==================== ysyx_041461_axi_xbar_flat
ysyx_041461_axi_xbar_flat, routing congestion map:
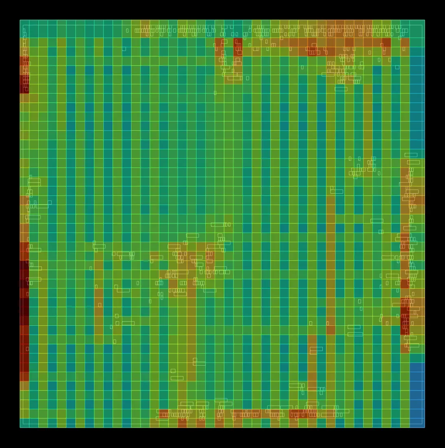
ysyx_041461_axi_xbar_flat, pin map:
Pins as bars across the die edge, other pins in gray.
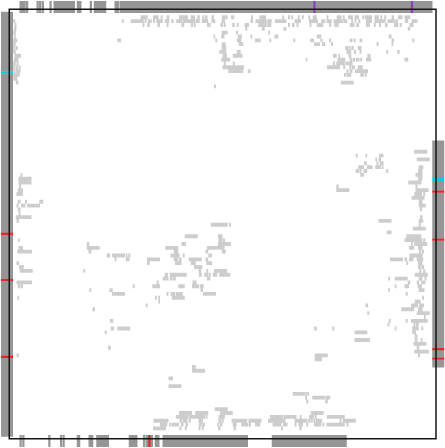
## src/rtl/ysyx_041461_axi_xbar_if.sv

```systemverilog
// AXI4 signal bundle shared by the crossbar's upstream port and its two
// downstream ports. "master" drives requests, "slave" drives responses.
interface ysyx_041461_axi_xbar_if;
  logic        awvalid, awready;
  logic [3:0]  awid;
  logic [31:0] awaddr;
  logic [7:0]  awlen;
  logic [2:0]  awsize;
  logic [1:0]  awburst;
  logic        wvalid, wready;
  logic [63:0] wdata;
  logic [7:0]  wstrb;
  logic        wlast;
  logic        bvalid, bready;
  logic [3:0]  bid;
  logic [1:0]  bresp;
  logic        arvalid, arready;
  logic [3:0]  arid;
  logic [31:0] araddr;
  logic [7:0]  arlen;
  logic [2:0]  arsize;
  logic [1:0]  arburst;
  logic        rvalid, rready;
  logic [3:0]  rid;
  logic [1:0]  rresp;
  logic [63:0] rdata;
  logic        rlast;

  modport master (
    output awvalid, awid, awaddr, awlen, awsize, awburst, input awready,
    output wvalid, wdata, wstrb, wlast, input wready,
    input  bvalid, bid, bresp, output bready,
    output arvalid, arid, araddr, arlen, arsize, arburst, input arready,
    input  rvalid, rid, rresp, rdata, rlast, output rready
  );

  modport slave (
    input  awvalid, awid, awaddr, awlen, awsize, awburst, output awready,
    input  wvalid, wdata, wstrb, wlast, output wready,
    output bvalid, bid, bresp, input bready,
    input  arvalid, arid, araddr, arlen, arsize, arburst, output arready,
    output rvalid, rid, rresp, rdata, rlast, input rready
  );
endinterface

```

## src/rtl/ysyx_041461_axi_xbar.sv

```systemverilog
// One-master / two-slave AXI4 router (CLINT, memory) with an internal DECERR
// responder for unmapped addresses. One transaction in flight at a time.
module ysyx_041461_axi_xbar #(
  parameter logic [31:0] CLINT_BASE = 32'h0200_0000,
  parameter logic [31:0] MEM_BASE   = 32'h8000_0000
) (
  input  logic                          clk,
  input  logic                          rst,
  ysyx_041461_axi_xbar_if.slave         in_s,
  ysyx_041461_axi_xbar_if.master        clint_m,
  ysyx_041461_axi_xbar_if.master        mem_m
);

  typedef enum logic [2:0] {
    S_IDLE, S_W_ADDR, S_W_DATA, S_W_RESP, S_R_ADDR, S_R_DATA
  } state_e;

  typedef enum logic [1:0] { T_CLINT, T_MEM, T_ERR } tgt_e;

  state_e      state_q, state_d;
  tgt_e        tgt_q;
  logic [3:0]  id_q;
  logic [31:0] addr_q;
  logic [7:0]  len_q;
  logic [2:0]  size_q;
  logic [1:0]  burst_q;
  logic [7:0]  cnt_q;

  function automatic tgt_e decode(input logic [31:0] a);
    if (a[31:16] == CLINT_BASE[31:16]) return T_CLINT;
    else if (a[31] == MEM_BASE[31])    return T_MEM;
    else                               return T_ERR;
  endfunction

  // State register
  always_ff @(posedge clk or negedge rst) begin
    if (!rst) state_q <= S_IDLE;
    else      state_q <= state_d;
  end

  // Request capture; ERR beat counter saturates at len so it never wraps
  always_ff @(posedge clk or negedge rst) begin
    if (!rst) begin
      tgt_q <= T_CLINT; id_q <= '0; addr_q <= '0; len_q <= '0;
      size_q <= '0; burst_q <= '0; cnt_q <= '0;
    end else if (state_q == S_IDLE && in_s.awvalid) begin
      tgt_q <= decode(in_s.awaddr); id_q <= in_s.awid; addr_q <= in_s.awaddr;
      len_q <= in_s.awlen; size_q <= in_s.awsize; burst_q <= in_s.awburst;
      cnt_q <= '0;
    end else if (state_q == S_IDLE && in_s.arvalid) begin
      tgt_q <= decode(in_s.araddr); id_q <= in_s.arid; addr_q <= in_s.araddr;
      len_q <= in_s.arlen; size_q <= in_s.arsize; burst_q <= in_s.arburst;
      cnt_q <= '0;
    end else if (state_q == S_R_DATA && tgt_q == T_ERR && in_s.rready &&
                 cnt_q != len_q) begin
      cnt_q <= cnt_q + 8'd1;
    end
  end

  // Next-state: transitions follow the handshakes produced by the output block
  always_comb begin
    state_d = state_q;
    case (state_q)
      S_IDLE:
        if (in_s.awvalid)
          state_d = (decode(in_s.awaddr) == T_ERR) ? S_W_DATA : S_W_ADDR;
        else if (in_s.arvalid)
          state_d = (decode(in_s.araddr) == T_ERR) ? S_R_DATA : S_R_ADDR;
      S_W_ADDR:
        if ((tgt_q == T_CLINT && clint_m.awready) || (tgt_q == T_MEM && mem_m.awready))
          state_d = S_W_DATA;
      S_W_DATA:
        if (in_s.wvalid && in_s.wready && in_s.wlast) state_d = S_W_RESP;
      S_W_RESP:
        if (in_s.bvalid && in_s.bready) state_d = S_IDLE;
      S_R_ADDR:
        if ((tgt_q == T_CLINT && clint_m.arready) || (tgt_q == T_MEM && mem_m.arready))
          state_d = S_R_DATA;
      S_R_DATA:
        if (in_s.rvalid && in_s.rready && in_s.rlast) state_d = S_IDLE;
      default: state_d = S_IDLE;
    endcase
  end

  // Outputs: payloads broadcast to both slaves, only the selected valid/ready moves
  always_comb begin
    in_s.awready = 1'b0; in_s.arready = 1'b0; in_s.wready = 1'b0;
    in_s.bvalid = 1'b0; in_s.bid = '0; in_s.bresp = '0;
    in_s.rvalid = 1'b0; in_s.rid = '0; in_s.rresp = '0; in_s.rdata = '0; in_s.rlast = 1'b0;

    clint_m.awvalid = 1'b0; clint_m.awid = id_q; clint_m.awaddr = addr_q;
    clint_m.awlen = len_q; clint_m.awsize = size_q; clint_m.awburst = burst_q;
    clint_m.wvalid = 1'b0; clint_m.wdata = in_s.wdata; clint_m.wstrb = in_s.wstrb;
    clint_m.wlast = in_s.wlast; clint_m.bready = 1'b0;
    clint_m.arvalid = 1'b0; clint_m.arid = id_q; clint_m.araddr = addr_q;
    clint_m.arlen = len_q; clint_m.arsize = size_q; clint_m.arburst = burst_q;
    clint_m.rready = 1'b0;

    mem_m.awvalid = 1'b0; mem_m.awid = id_q; mem_m.awaddr = addr_q;
    mem_m.awlen = len_q; mem_m.awsize = size_q; mem_m.awburst = burst_q;
    mem_m.wvalid = 1'b0; mem_m.wdata = in_s.wdata; mem_m.wstrb = in_s.wstrb;
    mem_m.wlast = in_s.wlast; mem_m.bready = 1'b0;
    mem_m.arvalid = 1'b0; mem_m.arid = id_q; mem_m.araddr = addr_q;
    mem_m.arlen = len_q; mem_m.arsize = size_q; mem_m.arburst = burst_q;
    mem_m.rready = 1'b0;

    case (state_q)
      S_IDLE: begin
        in_s.awready = 1'b1;
        in_s.arready = ~in_s.awvalid;
      end
      S_W_ADDR: begin
        clint_m.awvalid = (tgt_q == T_CLINT);
        mem_m.awvalid   = (tgt_q == T_MEM);
      end
      S_W_DATA:
        case (tgt_q)
          T_CLINT: begin clint_m.wvalid = in_s.wvalid; in_s.wready = clint_m.wready; end
          T_MEM:   begin mem_m.wvalid = in_s.wvalid;   in_s.wready = mem_m.wready;   end
          default: in_s.wready = 1'b1;
        endcase
      S_W_RESP:
        case (tgt_q)
          T_CLINT: begin
            in_s.bvalid = clint_m.bvalid; in_s.bid = clint_m.bid;
            in_s.bresp = clint_m.bresp; clint_m.bready = in_s.bready;
          end
          T_MEM: begin
            in_s.bvalid = mem_m.bvalid; in_s.bid = mem_m.bid;
            in_s.bresp = mem_m.bresp; mem_m.bready = in_s.bready;
          end
          default: begin
            in_s.bvalid = 1'b1; in_s.bid = id_q; in_s.bresp = 2'b11;
          end
        endcase
      S_R_ADDR: begin
        clint_m.arvalid = (tgt_q == T_CLINT);
        mem_m.arvalid   = (tgt_q == T_MEM);
      end
      S_R_DATA:
        case (tgt_q)
          T_CLINT: begin
            in_s.rvalid = clint_m.rvalid; in_s.rid = clint_m.rid; in_s.rresp = clint_m.rresp;
            in_s.rdata = clint_m.rdata; in_s.rlast = clint_m.rlast;
            clint_m.rready = in_s.rready;
          end
          T_MEM: begin
            in_s.rvalid = mem_m.rvalid; in_s.rid = mem_m.rid; in_s.rresp = mem_m.rresp;
            in_s.rdata = mem_m.rdata; in_s.rlast = mem_m.rlast;
            mem_m.rready = in_s.rready;
          end
          default: begin
            in_s.rvalid = 1'b1; in_s.rid = id_q; in_s.rresp = 2'b11;
            in_s.rdata = '0; in_s.rlast = (cnt_q == len_q);
          end
        endcase
      default: ;
    endcase
  end

endmodule

```

## src/flat_wrapper.sv

```systemverilog
// flat-port wrapper written by rule: the top's interface ports become plain ports
module ysyx_041461_axi_xbar_flat 
#(
  parameter logic [31:0] CLINT_BASE = 32'h0200_0000,
  parameter logic [31:0] MEM_BASE   = 32'h8000_0000
)
  (clk, rst, in_s_awvalid, in_s_awid, in_s_awaddr, in_s_awlen, in_s_awsize, in_s_awburst, in_s_awready, in_s_wvalid, in_s_wdata, in_s_wstrb, in_s_wlast, in_s_wready, in_s_bvalid, in_s_bid, in_s_bresp, in_s_bready, in_s_arvalid, in_s_arid, in_s_araddr, in_s_arlen, in_s_arsize, in_s_arburst, in_s_arready, in_s_rvalid, in_s_rid, in_s_rresp, in_s_rdata, in_s_rlast, in_s_rready, clint_m_awvalid, clint_m_awid, clint_m_awaddr, clint_m_awlen, clint_m_awsize, clint_m_awburst, clint_m_awready, clint_m_wvalid, clint_m_wdata, clint_m_wstrb, clint_m_wlast, clint_m_wready, clint_m_bvalid, clint_m_bid, clint_m_bresp, clint_m_bready, clint_m_arvalid, clint_m_arid, clint_m_araddr, clint_m_arlen, clint_m_arsize, clint_m_arburst, clint_m_arready, clint_m_rvalid, clint_m_rid, clint_m_rresp, clint_m_rdata, clint_m_rlast, clint_m_rready, mem_m_awvalid, mem_m_awid, mem_m_awaddr, mem_m_awlen, mem_m_awsize, mem_m_awburst, mem_m_awready, mem_m_wvalid, mem_m_wdata, mem_m_wstrb, mem_m_wlast, mem_m_wready, mem_m_bvalid, mem_m_bid, mem_m_bresp, mem_m_bready, mem_m_arvalid, mem_m_arid, mem_m_araddr, mem_m_arlen, mem_m_arsize, mem_m_arburst, mem_m_arready, mem_m_rvalid, mem_m_rid, mem_m_rresp, mem_m_rdata, mem_m_rlast, mem_m_rready);
  ysyx_041461_axi_xbar_if in_s_i ();
  ysyx_041461_axi_xbar_if clint_m_i ();
  ysyx_041461_axi_xbar_if mem_m_i ();
  input  logic clk;
  input  logic rst;
  input wire logic [$bits(in_s_i.awvalid)-1:0] in_s_awvalid;
  input wire logic [$bits(in_s_i.awid)-1:0] in_s_awid;
  input wire logic [$bits(in_s_i.awaddr)-1:0] in_s_awaddr;
  input wire logic [$bits(in_s_i.awlen)-1:0] in_s_awlen;
  input wire logic [$bits(in_s_i.awsize)-1:0] in_s_awsize;
  input wire logic [$bits(in_s_i.awburst)-1:0] in_s_awburst;
  output wire logic [$bits(in_s_i.awready)-1:0] in_s_awready;
  input wire logic [$bits(in_s_i.wvalid)-1:0] in_s_wvalid;
  input wire logic [$bits(in_s_i.wdata)-1:0] in_s_wdata;
  input wire logic [$bits(in_s_i.wstrb)-1:0] in_s_wstrb;
  input wire logic [$bits(in_s_i.wlast)-1:0] in_s_wlast;
  output wire logic [$bits(in_s_i.wready)-1:0] in_s_wready;
  output wire logic [$bits(in_s_i.bvalid)-1:0] in_s_bvalid;
  output wire logic [$bits(in_s_i.bid)-1:0] in_s_bid;
  output wire logic [$bits(in_s_i.bresp)-1:0] in_s_bresp;
  input wire logic [$bits(in_s_i.bready)-1:0] in_s_bready;
  input wire logic [$bits(in_s_i.arvalid)-1:0] in_s_arvalid;
  input wire logic [$bits(in_s_i.arid)-1:0] in_s_arid;
  input wire logic [$bits(in_s_i.araddr)-1:0] in_s_araddr;
  input wire logic [$bits(in_s_i.arlen)-1:0] in_s_arlen;
  input wire logic [$bits(in_s_i.arsize)-1:0] in_s_arsize;
  input wire logic [$bits(in_s_i.arburst)-1:0] in_s_arburst;
  output wire logic [$bits(in_s_i.arready)-1:0] in_s_arready;
  output wire logic [$bits(in_s_i.rvalid)-1:0] in_s_rvalid;
  output wire logic [$bits(in_s_i.rid)-1:0] in_s_rid;
  output wire logic [$bits(in_s_i.rresp)-1:0] in_s_rresp;
  output wire logic [$bits(in_s_i.rdata)-1:0] in_s_rdata;
  output wire logic [$bits(in_s_i.rlast)-1:0] in_s_rlast;
  input wire logic [$bits(in_s_i.rready)-1:0] in_s_rready;
  output wire logic [$bits(clint_m_i.awvalid)-1:0] clint_m_awvalid;
  output wire logic [$bits(clint_m_i.awid)-1:0] clint_m_awid;
  output wire logic [$bits(clint_m_i.awaddr)-1:0] clint_m_awaddr;
  output wire logic [$bits(clint_m_i.awlen)-1:0] clint_m_awlen;
  output wire logic [$bits(clint_m_i.awsize)-1:0] clint_m_awsize;
  output wire logic [$bits(clint_m_i.awburst)-1:0] clint_m_awburst;
  input wire logic [$bits(clint_m_i.awready)-1:0] clint_m_awready;
  output wire logic [$bits(clint_m_i.wvalid)-1:0] clint_m_wvalid;
  output wire logic [$bits(clint_m_i.wdata)-1:0] clint_m_wdata;
  output wire logic [$bits(clint_m_i.wstrb)-1:0] clint_m_wstrb;
  output wire logic [$bits(clint_m_i.wlast)-1:0] clint_m_wlast;
  input wire logic [$bits(clint_m_i.wready)-1:0] clint_m_wready;
  input wire logic [$bits(clint_m_i.bvalid)-1:0] clint_m_bvalid;
  input wire logic [$bits(clint_m_i.bid)-1:0] clint_m_bid;
  input wire logic [$bits(clint_m_i.bresp)-1:0] clint_m_bresp;
  output wire logic [$bits(clint_m_i.bready)-1:0] clint_m_bready;
  output wire logic [$bits(clint_m_i.arvalid)-1:0] clint_m_arvalid;
  output wire logic [$bits(clint_m_i.arid)-1:0] clint_m_arid;
  output wire logic [$bits(clint_m_i.araddr)-1:0] clint_m_araddr;
  output wire logic [$bits(clint_m_i.arlen)-1:0] clint_m_arlen;
  output wire logic [$bits(clint_m_i.arsize)-1:0] clint_m_arsize;
  output wire logic [$bits(clint_m_i.arburst)-1:0] clint_m_arburst;
  input wire logic [$bits(clint_m_i.arready)-1:0] clint_m_arready;
  input wire logic [$bits(clint_m_i.rvalid)-1:0] clint_m_rvalid;
  input wire logic [$bits(clint_m_i.rid)-1:0] clint_m_rid;
  input wire logic [$bits(clint_m_i.rresp)-1:0] clint_m_rresp;
  input wire logic [$bits(clint_m_i.rdata)-1:0] clint_m_rdata;
  input wire logic [$bits(clint_m_i.rlast)-1:0] clint_m_rlast;
  output wire logic [$bits(clint_m_i.rready)-1:0] clint_m_rready;
  output wire logic [$bits(mem_m_i.awvalid)-1:0] mem_m_awvalid;
  output wire logic [$bits(mem_m_i.awid)-1:0] mem_m_awid;
  output wire logic [$bits(mem_m_i.awaddr)-1:0] mem_m_awaddr;
  output wire logic [$bits(mem_m_i.awlen)-1:0] mem_m_awlen;
  output wire logic [$bits(mem_m_i.awsize)-1:0] mem_m_awsize;
  output wire logic [$bits(mem_m_i.awburst)-1:0] mem_m_awburst;
  input wire logic [$bits(mem_m_i.awready)-1:0] mem_m_awready;
  output wire logic [$bits(mem_m_i.wvalid)-1:0] mem_m_wvalid;
  output wire logic [$bits(mem_m_i.wdata)-1:0] mem_m_wdata;
  output wire logic [$bits(mem_m_i.wstrb)-1:0] mem_m_wstrb;
  output wire logic [$bits(mem_m_i.wlast)-1:0] mem_m_wlast;
  input wire logic [$bits(mem_m_i.wready)-1:0] mem_m_wready;
  input wire logic [$bits(mem_m_i.bvalid)-1:0] mem_m_bvalid;
  input wire logic [$bits(mem_m_i.bid)-1:0] mem_m_bid;
  input wire logic [$bits(mem_m_i.bresp)-1:0] mem_m_bresp;
  output wire logic [$bits(mem_m_i.bready)-1:0] mem_m_bready;
  output wire logic [$bits(mem_m_i.arvalid)-1:0] mem_m_arvalid;
  output wire logic [$bits(mem_m_i.arid)-1:0] mem_m_arid;
  output wire logic [$bits(mem_m_i.araddr)-1:0] mem_m_araddr;
  output wire logic [$bits(mem_m_i.arlen)-1:0] mem_m_arlen;
  output wire logic [$bits(mem_m_i.arsize)-1:0] mem_m_arsize;
  output wire logic [$bits(mem_m_i.arburst)-1:0] mem_m_arburst;
  input wire logic [$bits(mem_m_i.arready)-1:0] mem_m_arready;
  input wire logic [$bits(mem_m_i.rvalid)-1:0] mem_m_rvalid;
  input wire logic [$bits(mem_m_i.rid)-1:0] mem_m_rid;
  input wire logic [$bits(mem_m_i.rresp)-1:0] mem_m_rresp;
  input wire logic [$bits(mem_m_i.rdata)-1:0] mem_m_rdata;
  input wire logic [$bits(mem_m_i.rlast)-1:0] mem_m_rlast;
  output wire logic [$bits(mem_m_i.rready)-1:0] mem_m_rready;
  assign in_s_i.awvalid = in_s_awvalid;
  assign in_s_i.awid = in_s_awid;
  assign in_s_i.awaddr = in_s_awaddr;
  assign in_s_i.awlen = in_s_awlen;
  assign in_s_i.awsize = in_s_awsize;
  assign in_s_i.awburst = in_s_awburst;
  assign in_s_awready = in_s_i.awready;
  assign in_s_i.wvalid = in_s_wvalid;
  assign in_s_i.wdata = in_s_wdata;
  assign in_s_i.wstrb = in_s_wstrb;
  assign in_s_i.wlast = in_s_wlast;
  assign in_s_wready = in_s_i.wready;
  assign in_s_bvalid = in_s_i.bvalid;
  assign in_s_bid = in_s_i.bid;
  assign in_s_bresp = in_s_i.bresp;
  assign in_s_i.bready = in_s_bready;
  assign in_s_i.arvalid = in_s_arvalid;
  assign in_s_i.arid = in_s_arid;
  assign in_s_i.araddr = in_s_araddr;
  assign in_s_i.arlen = in_s_arlen;
  assign in_s_i.arsize = in_s_arsize;
  assign in_s_i.arburst = in_s_arburst;
  assign in_s_arready = in_s_i.arready;
  assign in_s_rvalid = in_s_i.rvalid;
  assign in_s_rid = in_s_i.rid;
  assign in_s_rresp = in_s_i.rresp;
  assign in_s_rdata = in_s_i.rdata;
  assign in_s_rlast = in_s_i.rlast;
  assign in_s_i.rready = in_s_rready;
  assign clint_m_awvalid = clint_m_i.awvalid;
  assign clint_m_awid = clint_m_i.awid;
  assign clint_m_awaddr = clint_m_i.awaddr;
  assign clint_m_awlen = clint_m_i.awlen;
  assign clint_m_awsize = clint_m_i.awsize;
  assign clint_m_awburst = clint_m_i.awburst;
  assign clint_m_i.awready = clint_m_awready;
  assign clint_m_wvalid = clint_m_i.wvalid;
  assign clint_m_wdata = clint_m_i.wdata;
  assign clint_m_wstrb = clint_m_i.wstrb;
  assign clint_m_wlast = clint_m_i.wlast;
  assign clint_m_i.wready = clint_m_wready;
  assign clint_m_i.bvalid = clint_m_bvalid;
  assign clint_m_i.bid = clint_m_bid;
  assign clint_m_i.bresp = clint_m_bresp;
  assign clint_m_bready = clint_m_i.bready;
  assign clint_m_arvalid = clint_m_i.arvalid;
  assign clint_m_arid = clint_m_i.arid;
  assign clint_m_araddr = clint_m_i.araddr;
  assign clint_m_arlen = clint_m_i.arlen;
  assign clint_m_arsize = clint_m_i.arsize;
  assign clint_m_arburst = clint_m_i.arburst;
  assign clint_m_i.arready = clint_m_arready;
  assign clint_m_i.rvalid = clint_m_rvalid;
  assign clint_m_i.rid = clint_m_rid;
  assign clint_m_i.rresp = clint_m_rresp;
  assign clint_m_i.rdata = clint_m_rdata;
  assign clint_m_i.rlast = clint_m_rlast;
  assign clint_m_rready = clint_m_i.rready;
  assign mem_m_awvalid = mem_m_i.awvalid;
  assign mem_m_awid = mem_m_i.awid;
  assign mem_m_awaddr = mem_m_i.awaddr;
  assign mem_m_awlen = mem_m_i.awlen;
  assign mem_m_awsize = mem_m_i.awsize;
  assign mem_m_awburst = mem_m_i.awburst;
  assign mem_m_i.awready = mem_m_awready;
  assign mem_m_wvalid = mem_m_i.wvalid;
  assign mem_m_wdata = mem_m_i.wdata;
  assign mem_m_wstrb = mem_m_i.wstrb;
  assign mem_m_wlast = mem_m_i.wlast;
  assign mem_m_i.wready = mem_m_wready;
  assign mem_m_i.bvalid = mem_m_bvalid;
  assign mem_m_i.bid = mem_m_bid;
  assign mem_m_i.bresp = mem_m_bresp;
  assign mem_m_bready = mem_m_i.bready;
  assign mem_m_arvalid = mem_m_i.arvalid;
  assign mem_m_arid = mem_m_i.arid;
  assign mem_m_araddr = mem_m_i.araddr;
  assign mem_m_arlen = mem_m_i.arlen;
  assign mem_m_arsize = mem_m_i.arsize;
  assign mem_m_arburst = mem_m_i.arburst;
  assign mem_m_i.arready = mem_m_arready;
  assign mem_m_i.rvalid = mem_m_rvalid;
  assign mem_m_i.rid = mem_m_rid;
  assign mem_m_i.rresp = mem_m_rresp;
  assign mem_m_i.rdata = mem_m_rdata;
  assign mem_m_i.rlast = mem_m_rlast;
  assign mem_m_rready = mem_m_i.rready;
  ysyx_041461_axi_xbar #(.CLINT_BASE(CLINT_BASE), .MEM_BASE(MEM_BASE)) u_core (.clk(clk), .rst(rst), .in_s(in_s_i), .clint_m(clint_m_i), .mem_m(mem_m_i));
endmodule
```

## config.mk

```make
export PLATFORM = sky130hd
export DESIGN_NAME = ysyx_041461_axi_xbar_flat
export DESIGN_NICKNAME = d
export VERILOG_FILES = /design/src/rtl/ysyx_041461_axi_xbar_if.sv /design/src/rtl/ysyx_041461_axi_xbar.sv /design/src/flat_wrapper.sv
export SDC_FILE = /design/constraint.sdc
export NUM_CORES = 1
export LEC_CHECK = 0
export ABC_AREA = 1
export CORE_AREA = 2 2 299 301
export DETAILED_ROUTE_END_ITERATION = 10
export DIE_AREA = 0 0 301 303
export DONT_BUFFER_PORTS = 1
export GPL_ROUTABILITY_DRIVEN = 0
export MAX_ROUTING_LAYER = met4
export PLACE_DENSITY = 0.3
export SLEW_MARGIN = 20
export SYNTH_ARGS = -nofsm -noshare
export SYNTH_HDL_FRONTEND = slang
export SYNTH_SLANG_ARGS = --single-unit
```

## constraint.sdc

```tcl
create_clock -name clk -period 4.61 [get_ports clk]
set_input_delay 0.922 -clock clk [delete_from_list [all_inputs] [get_ports clk]]
set_output_delay 0.922 -clock clk [all_outputs]
set_load 0.01 [all_outputs]
```

==> flow_metrics.py <==
# Generated from Yosys and OpenROAD reports
metrics = {
    "global_routing": {
        "grt_pass1_wl_um": 43300,
        "use_met3_pct": 3.38,
        "use_met2_pct": 10.9,
    },
    "timing": {
        "final_hold_viol_count": 0,
        "slew_headroom_pct": 37.7,
        "hold-worst-slack_ns": 0.220,
        "grt_setup_unrepaired": "no",
        "slew_viol_final": 0,
    },
    "finish": {
        "layout.nets": 1056,
        "clk_share_pct": 4.82,
        "layout_top_cell_excl_fill_tap": "nand2_1",
        "largestClassByArea": "multi-input combinational cells",
        "area_growth_pct": -8.31,
    },
    "detailed_routing": {
        "wl_met1_um": 13100,
        "routedWlPerCell_um": 18.3,
        "final_antenna_net_count": 0,
        "drt_iter0_drc": 461,
        "wl_met3_um": 3770,
    },
    "synthesis": {
        "synth-main-ff-cell": "dfrtp_1",
        "netlist_top_cells_count": "buf_4 (298), nand2_1 (248), a21oi_1 (113)",
        "ys_async_sr_fraction_pct": 100,
        "yosys_cells": 1032,
        "syn_nets": 1375,
        "top_area_cell": "buf_4",
        "ys_area_mm2": 0.00679,
        "syn-instance-count": 1032,
        "synth-simple-area-share_pct": 24.2,
        "ys.flops": 62,
    },
    "floorplanning": {
        "rows": 109,
        "taps": 1165,
        "placeableCoreArea_mm2": 0.0880,
    },
    "power": {
        "power.switching_mw": 2.69,
        "combPwrFrac_pct": 41.3,
    },
    "setup_path": {
        "reg2reg_depth": 8,
        "critical_path_depth": 5,
        "slowest_delay_ns": 0.80,
    },
    "clock_network": {
        "cts-resized-gates": 0,
    },
    "run": {
        "cap_violations": 0,
    },
    "status": {
        "status": "completed",
    },
}
About 'routing congestion map' of ysyx_041461_axi_xbar_flat:
met1 GRT Util: 7.91%
GR peak layer: met2
fin util: 7.08%

About 'pin map' of ysyx_041461_axi_xbar_flat:
cyan -> mem_m_arsize  # pins 3, direction output, edge 2 right, 1 left
purple -> clint_m_bresp  # pins 2, direction input, edge top
red -> mem_m_awlen  # pins 8, direction output, edge 4 right, 3 left, 1 bottom
all pins by edge = 281 top, 221 left, 156 bottom, 118 right
IO Port Bufs: 0
die height: 303 um
chip width: 301 um


==================== mult_share_arbiter
### config.mk
export PLATFORM = sky130hd
export DESIGN_NAME = mult_share_arbiter
export DESIGN_NICKNAME = d
export VERILOG_FILES = /design/src/rtl/mult_arb_pkg.sv /design/src/rtl/rr_arbiter.sv /design/src/rtl/mult_share_arbiter.sv
export SDC_FILE = /design/constraint.sdc
export NUM_CORES = 1
export LEC_CHECK = 0
export CORE_AREA = 2 2 180 182
export DETAILED_ROUTE_END_ITERATION = 8
export DIE_AREA = 0 0 182 184
export PLACE_DENSITY_LB_ADDON = 0.15
export SYNTH_ARGS = -nofsm -noshare
export SYNTH_HDL_FRONTEND = slang
export SYNTH_SLANG_ARGS = --single-unit
### constraint.sdc
create_clock -name clk -period 3.6 [get_ports clk]
set_clock_uncertainty 0.05 [all_clocks]
set_input_delay 0.36 -clock clk [delete_from_list [all_inputs] [get_ports clk]]
set_output_delay 0.36 -clock clk [all_outputs]
set_load 0.02 [all_outputs]
### src/rtl/mult_arb_pkg.sv
// mult_arb_pkg: FSM state encoding and watchdog length shared by the multiplier-sharing arbiter.
package mult_arb_pkg;

    typedef enum logic [1:0] {IDLE, ISSUE, WAIT, RESP} state_t;

    function automatic int timeout_cycles(input int width);
        return 2 * width + 8;
    endfunction

endpackage

### src/rtl/rr_arbiter.sv
// rr_arbiter: combinational round-robin pick; the search starts at i_ptr and wraps modulo N.
module rr_arbiter #(
    parameter  int N  = 4,
    localparam int IW = $clog2(N)
) (
    input  logic [N-1:0]  i_req,
    input  logic [IW-1:0] i_ptr,
    output logic [N-1:0]  o_grant,
    output logic [IW-1:0] o_idx,
    output logic          o_any
);

    logic [N-1:0]  w_rot;
    logic [IW-1:0] w_off;
    logic [IW:0]   w_sum;

    // Bit k of w_rot is requester (ptr+k) mod N, so the lowest set bit is the winner.
    assign w_rot = N'({i_req, i_req} >> i_ptr);

    always_comb begin
        w_off = '0;
        o_any = 1'b0;
        for (int k = N - 1; k >= 0; k--) begin
            if (w_rot[k]) begin
                w_off = IW'(k);
                o_any = 1'b1;
            end
        end
    end

    assign w_sum   = {1'b0, i_ptr} + {1'b0, w_off};
    assign o_idx   = (w_sum >= (IW+1)'(N)) ? IW'(w_sum - (IW+1)'(N)) : IW'(w_sum);
    assign o_grant = o_any ? (N'(1) << o_idx) : '0;

endmodule

### src/rtl/mult_share_arbiter.sv
// mult_share_arbiter: round-robin sharing of one multi-cycle multiplier among NUM_REQ requesters.
// Define MULT_ARB_TIMEOUT_EN to add a WAIT watchdog and the resp_err output.
module mult_share_arbiter
    import mult_arb_pkg::*;
#(
    parameter  int NUM_REQ = 4,
    parameter  int WIDTH   = 32,
    localparam int IW      = $clog2(NUM_REQ)
) (
    input  logic                            clk,
    input  logic                            rst,
    input  logic [NUM_REQ-1:0]              req_valid,
    input  logic [NUM_REQ-1:0][WIDTH-1:0]   req_a,
    input  logic [NUM_REQ-1:0][WIDTH-1:0]   req_b,
    output logic [NUM_REQ-1:0]              req_ready,
    output logic                            mult_start,
    output logic [WIDTH-1:0]                mult_a,
    output logic [WIDTH-1:0]                mult_b,
    input  logic                            mult_done,
    input  logic [2*WIDTH-1:0]              mult_product,
    output logic                            resp_valid,
    output logic [IW-1:0]                   resp_id,
    output logic [2*WIDTH-1:0]              resp_result
`ifdef MULT_ARB_TIMEOUT_EN
    ,output logic                           resp_err
`endif
);

    state_t               r_state, w_next;
    logic [IW-1:0]        r_ptr, r_id, w_idx;
    logic [NUM_REQ-1:0]   w_grant;
    logic                 w_any, w_timeout;
    logic [WIDTH-1:0]     r_a, r_b;
    logic [2*WIDTH-1:0]   r_result;

    rr_arbiter #(.N(NUM_REQ)) u_rr (
        .i_req   (req_valid),
        .i_ptr   (r_ptr),
        .o_grant (w_grant),
        .o_idx   (w_idx),
        .o_any   (w_any)
    );

    always_ff @(posedge clk) begin
        if (rst) r_state <= IDLE;
        else     r_state <= w_next;
    end

    always_comb begin
        w_next = r_state;
        case (r_state)
            IDLE:    w_next = w_any ? ISSUE : IDLE;
            ISSUE:   w_next = WAIT;
            WAIT:    w_next = (mult_done || w_timeout) ? RESP : WAIT;
            RESP:    w_next = IDLE;
            default: w_next = IDLE;
        endcase
    end

    always_ff @(posedge clk) begin
        if (rst) begin
            r_ptr    <= '0;
            r_id     <= '0;
            r_a      <= '0;
            r_b      <= '0;
            r_result <= '0;
        end else begin
            if (r_state == IDLE && w_any) begin
                r_a  <= req_a[w_idx];
                r_b  <= req_b[w_idx];
                r_id <= w_idx;
            end
            if (r_state == WAIT && mult_done) r_result <= mult_product;
            else if (r_state == WAIT && w_timeout) r_result <= '0;
            if (r_state == RESP) r_ptr <= (r_id == IW'(NUM_REQ - 1)) ? '0 : r_id + 1'b1;
        end
    end

`ifdef MULT_ARB_TIMEOUT_EN
    localparam int TO = timeout_cycles(WIDTH);
    localparam int CW = $clog2(TO);

    logic [CW-1:0] r_cnt;
    logic          r_err;

    // Last WAIT cycle is ISSUE+TO-1, so RESP lands exactly TO cycles after ISSUE.
    assign w_timeout = (r_cnt == CW'(TO - 2));
    assign resp_err  = (r_state == RESP) && r_err;

    always_ff @(posedge clk) begin
        if (rst) begin
            r_cnt <= '0;
            r_err <= 1'b0;
        end else if (r_state == ISSUE) begin
            r_cnt <= '0;
            r_err <= 1'b0;
        end else if (r_state == WAIT) begin
            r_cnt <= r_cnt + 1'b1;
            if (w_timeout && !mult_done) r_err <= 1'b1;
        end
    end
`else
    assign w_timeout = 1'b0;
`endif

    assign req_ready   = (r_state == IDLE && !rst) ? w_grant : '0;
    assign mult_start  = (r_state == ISSUE);
    assign mult_a      = r_a;
    assign mult_b      = r_b;
    assign resp_valid  = (r_state == RESP);
    assign resp_id     = r_id;
    assign resp_result = r_result;

endmodule

mult_share_arbiter, pin map:
Pins as bars across the die edge, other pins in gray.
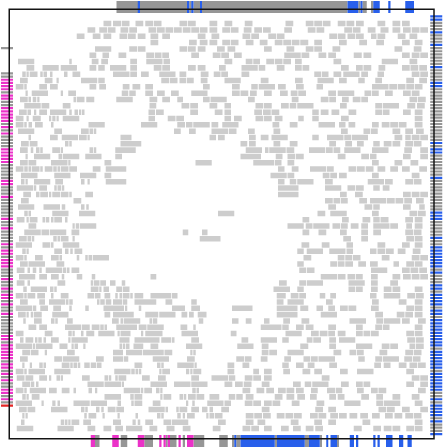
red -> mult_done  # pins 1, direction input, edge left
blue -> req_b  # pins 128, direction input, edge 59 right, 51 bottom, 18 top
magenta -> mult_product  # pins 64, direction input, edge 49 left, 15 bottom
all pins by edge = 133 right, 126 top, 107 left, 97 bottom
chip width: 182 um
die height: 184 um

mult_share_arbiter, clock distribution:
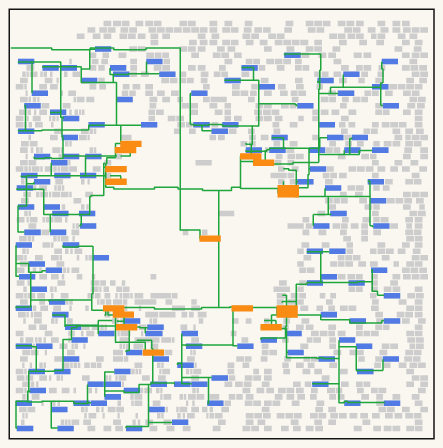
orange -> clock drivers  # count 17
green -> clock wires  # length 2340 um
blue -> flip-flops  # count 134
routed clock nets = 18
flops lie = all over the die
clock network fraction of total power: 27.8%
Worst-Skew Late Latency: 0.41 ns
Clk. pwr: 1.76 mW

mult_share_arbiter, cell classes on the final placement:
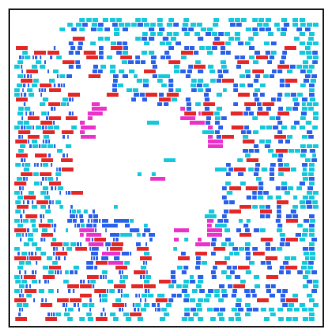
red -> flops  # cells 134
cyan -> other buffers and delay cells  # cells 498
magenta -> clock drivers and dummy loads  # cells 32
blue -> combinational and other logic  # cells 571

==> flow_metrics.py <==
# Generated from Yosys and OpenROAD reports
metrics = {
    "setup_path": {
        "cp_cell_sequence": "clkdlybuf4s50_1 > nor2_1 > a221oi_1 > o211ai_1 > ha_4 > xnor2_1 > xnor2_2 > nor3_1 > clkdlybuf4s50_1",
        "worstPathMaxFanout": 5,
        "crit_arrival_ns": 2.89,
        "critical_path.most_common_cell": "clkdlybuf4s50_1",
        "reg2reg_depth": 10,
    },
    "finish": {
        "antenna_cells": 2,
        "area_growth_pct": 75.1,
        "fill_cells": 3127,
        "clk_share_pct": 4.46,
        "clockBufferCount": 18,
    },
    "synthesis": {
        "netlist_top_cells_count": "dfxtp_1 (134), nand2_1 (134), mux2i_1 (130)",
        "ys_sh_xor_pct": 0.236,
        "avgSynthCellArea_um2": 9.34,
        "syn_nets": 1128,
    },
    "global_routing": {
        "track_usage_pct": 18.8,
        "grt_max_degree": 70,
    },
    "timing": {
        "setup_tns_ns": 0,
        "layout_min_cycle_time_ns": 3.30,
    },
    "placement": {
        "io_buffers": 462,
        "postPlaceCellArea_mm2": 0.0124,
        "dp.cells": 1605,
    },
    "status": {
        "status": "completed",
    },
    "clock_network": {
        "cts_setup_buffers": 0,
    },
    "detailed_routing": {
        "vias_per_cell": 4.95,
        "wl_met3_um": 2680,
        "drt_iter0_drc": 428,
    },
    "run": {
        "tool_warnings": 30,
    },
    "power": {
        "power_density_mw_per_mm2": 488,
    },
    "floorplanning": {
        "taps": 402,
        "io_pins": 463,
    },
}


==> screenshots <==
Signal wires by layer.
Two of the layers only.
panel A
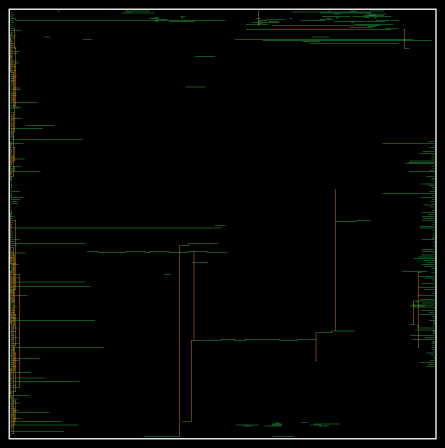
panel B
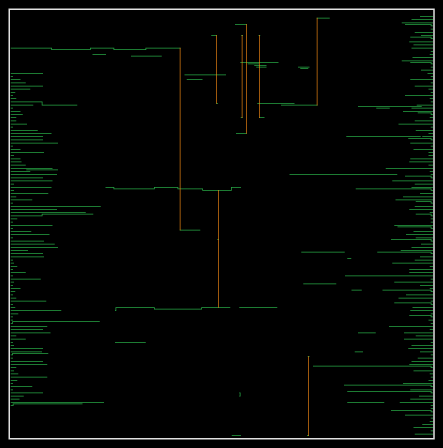
mult_share_arbiter: panel B
ysyx_041461_axi_xbar_flat: panel A

Key to panel B:
green -> metal 3  # wire length 2680 um
orange -> metal 4  # wire length 347 um

Power figures rest on the tool's default switching activity, not on a simulated workload.
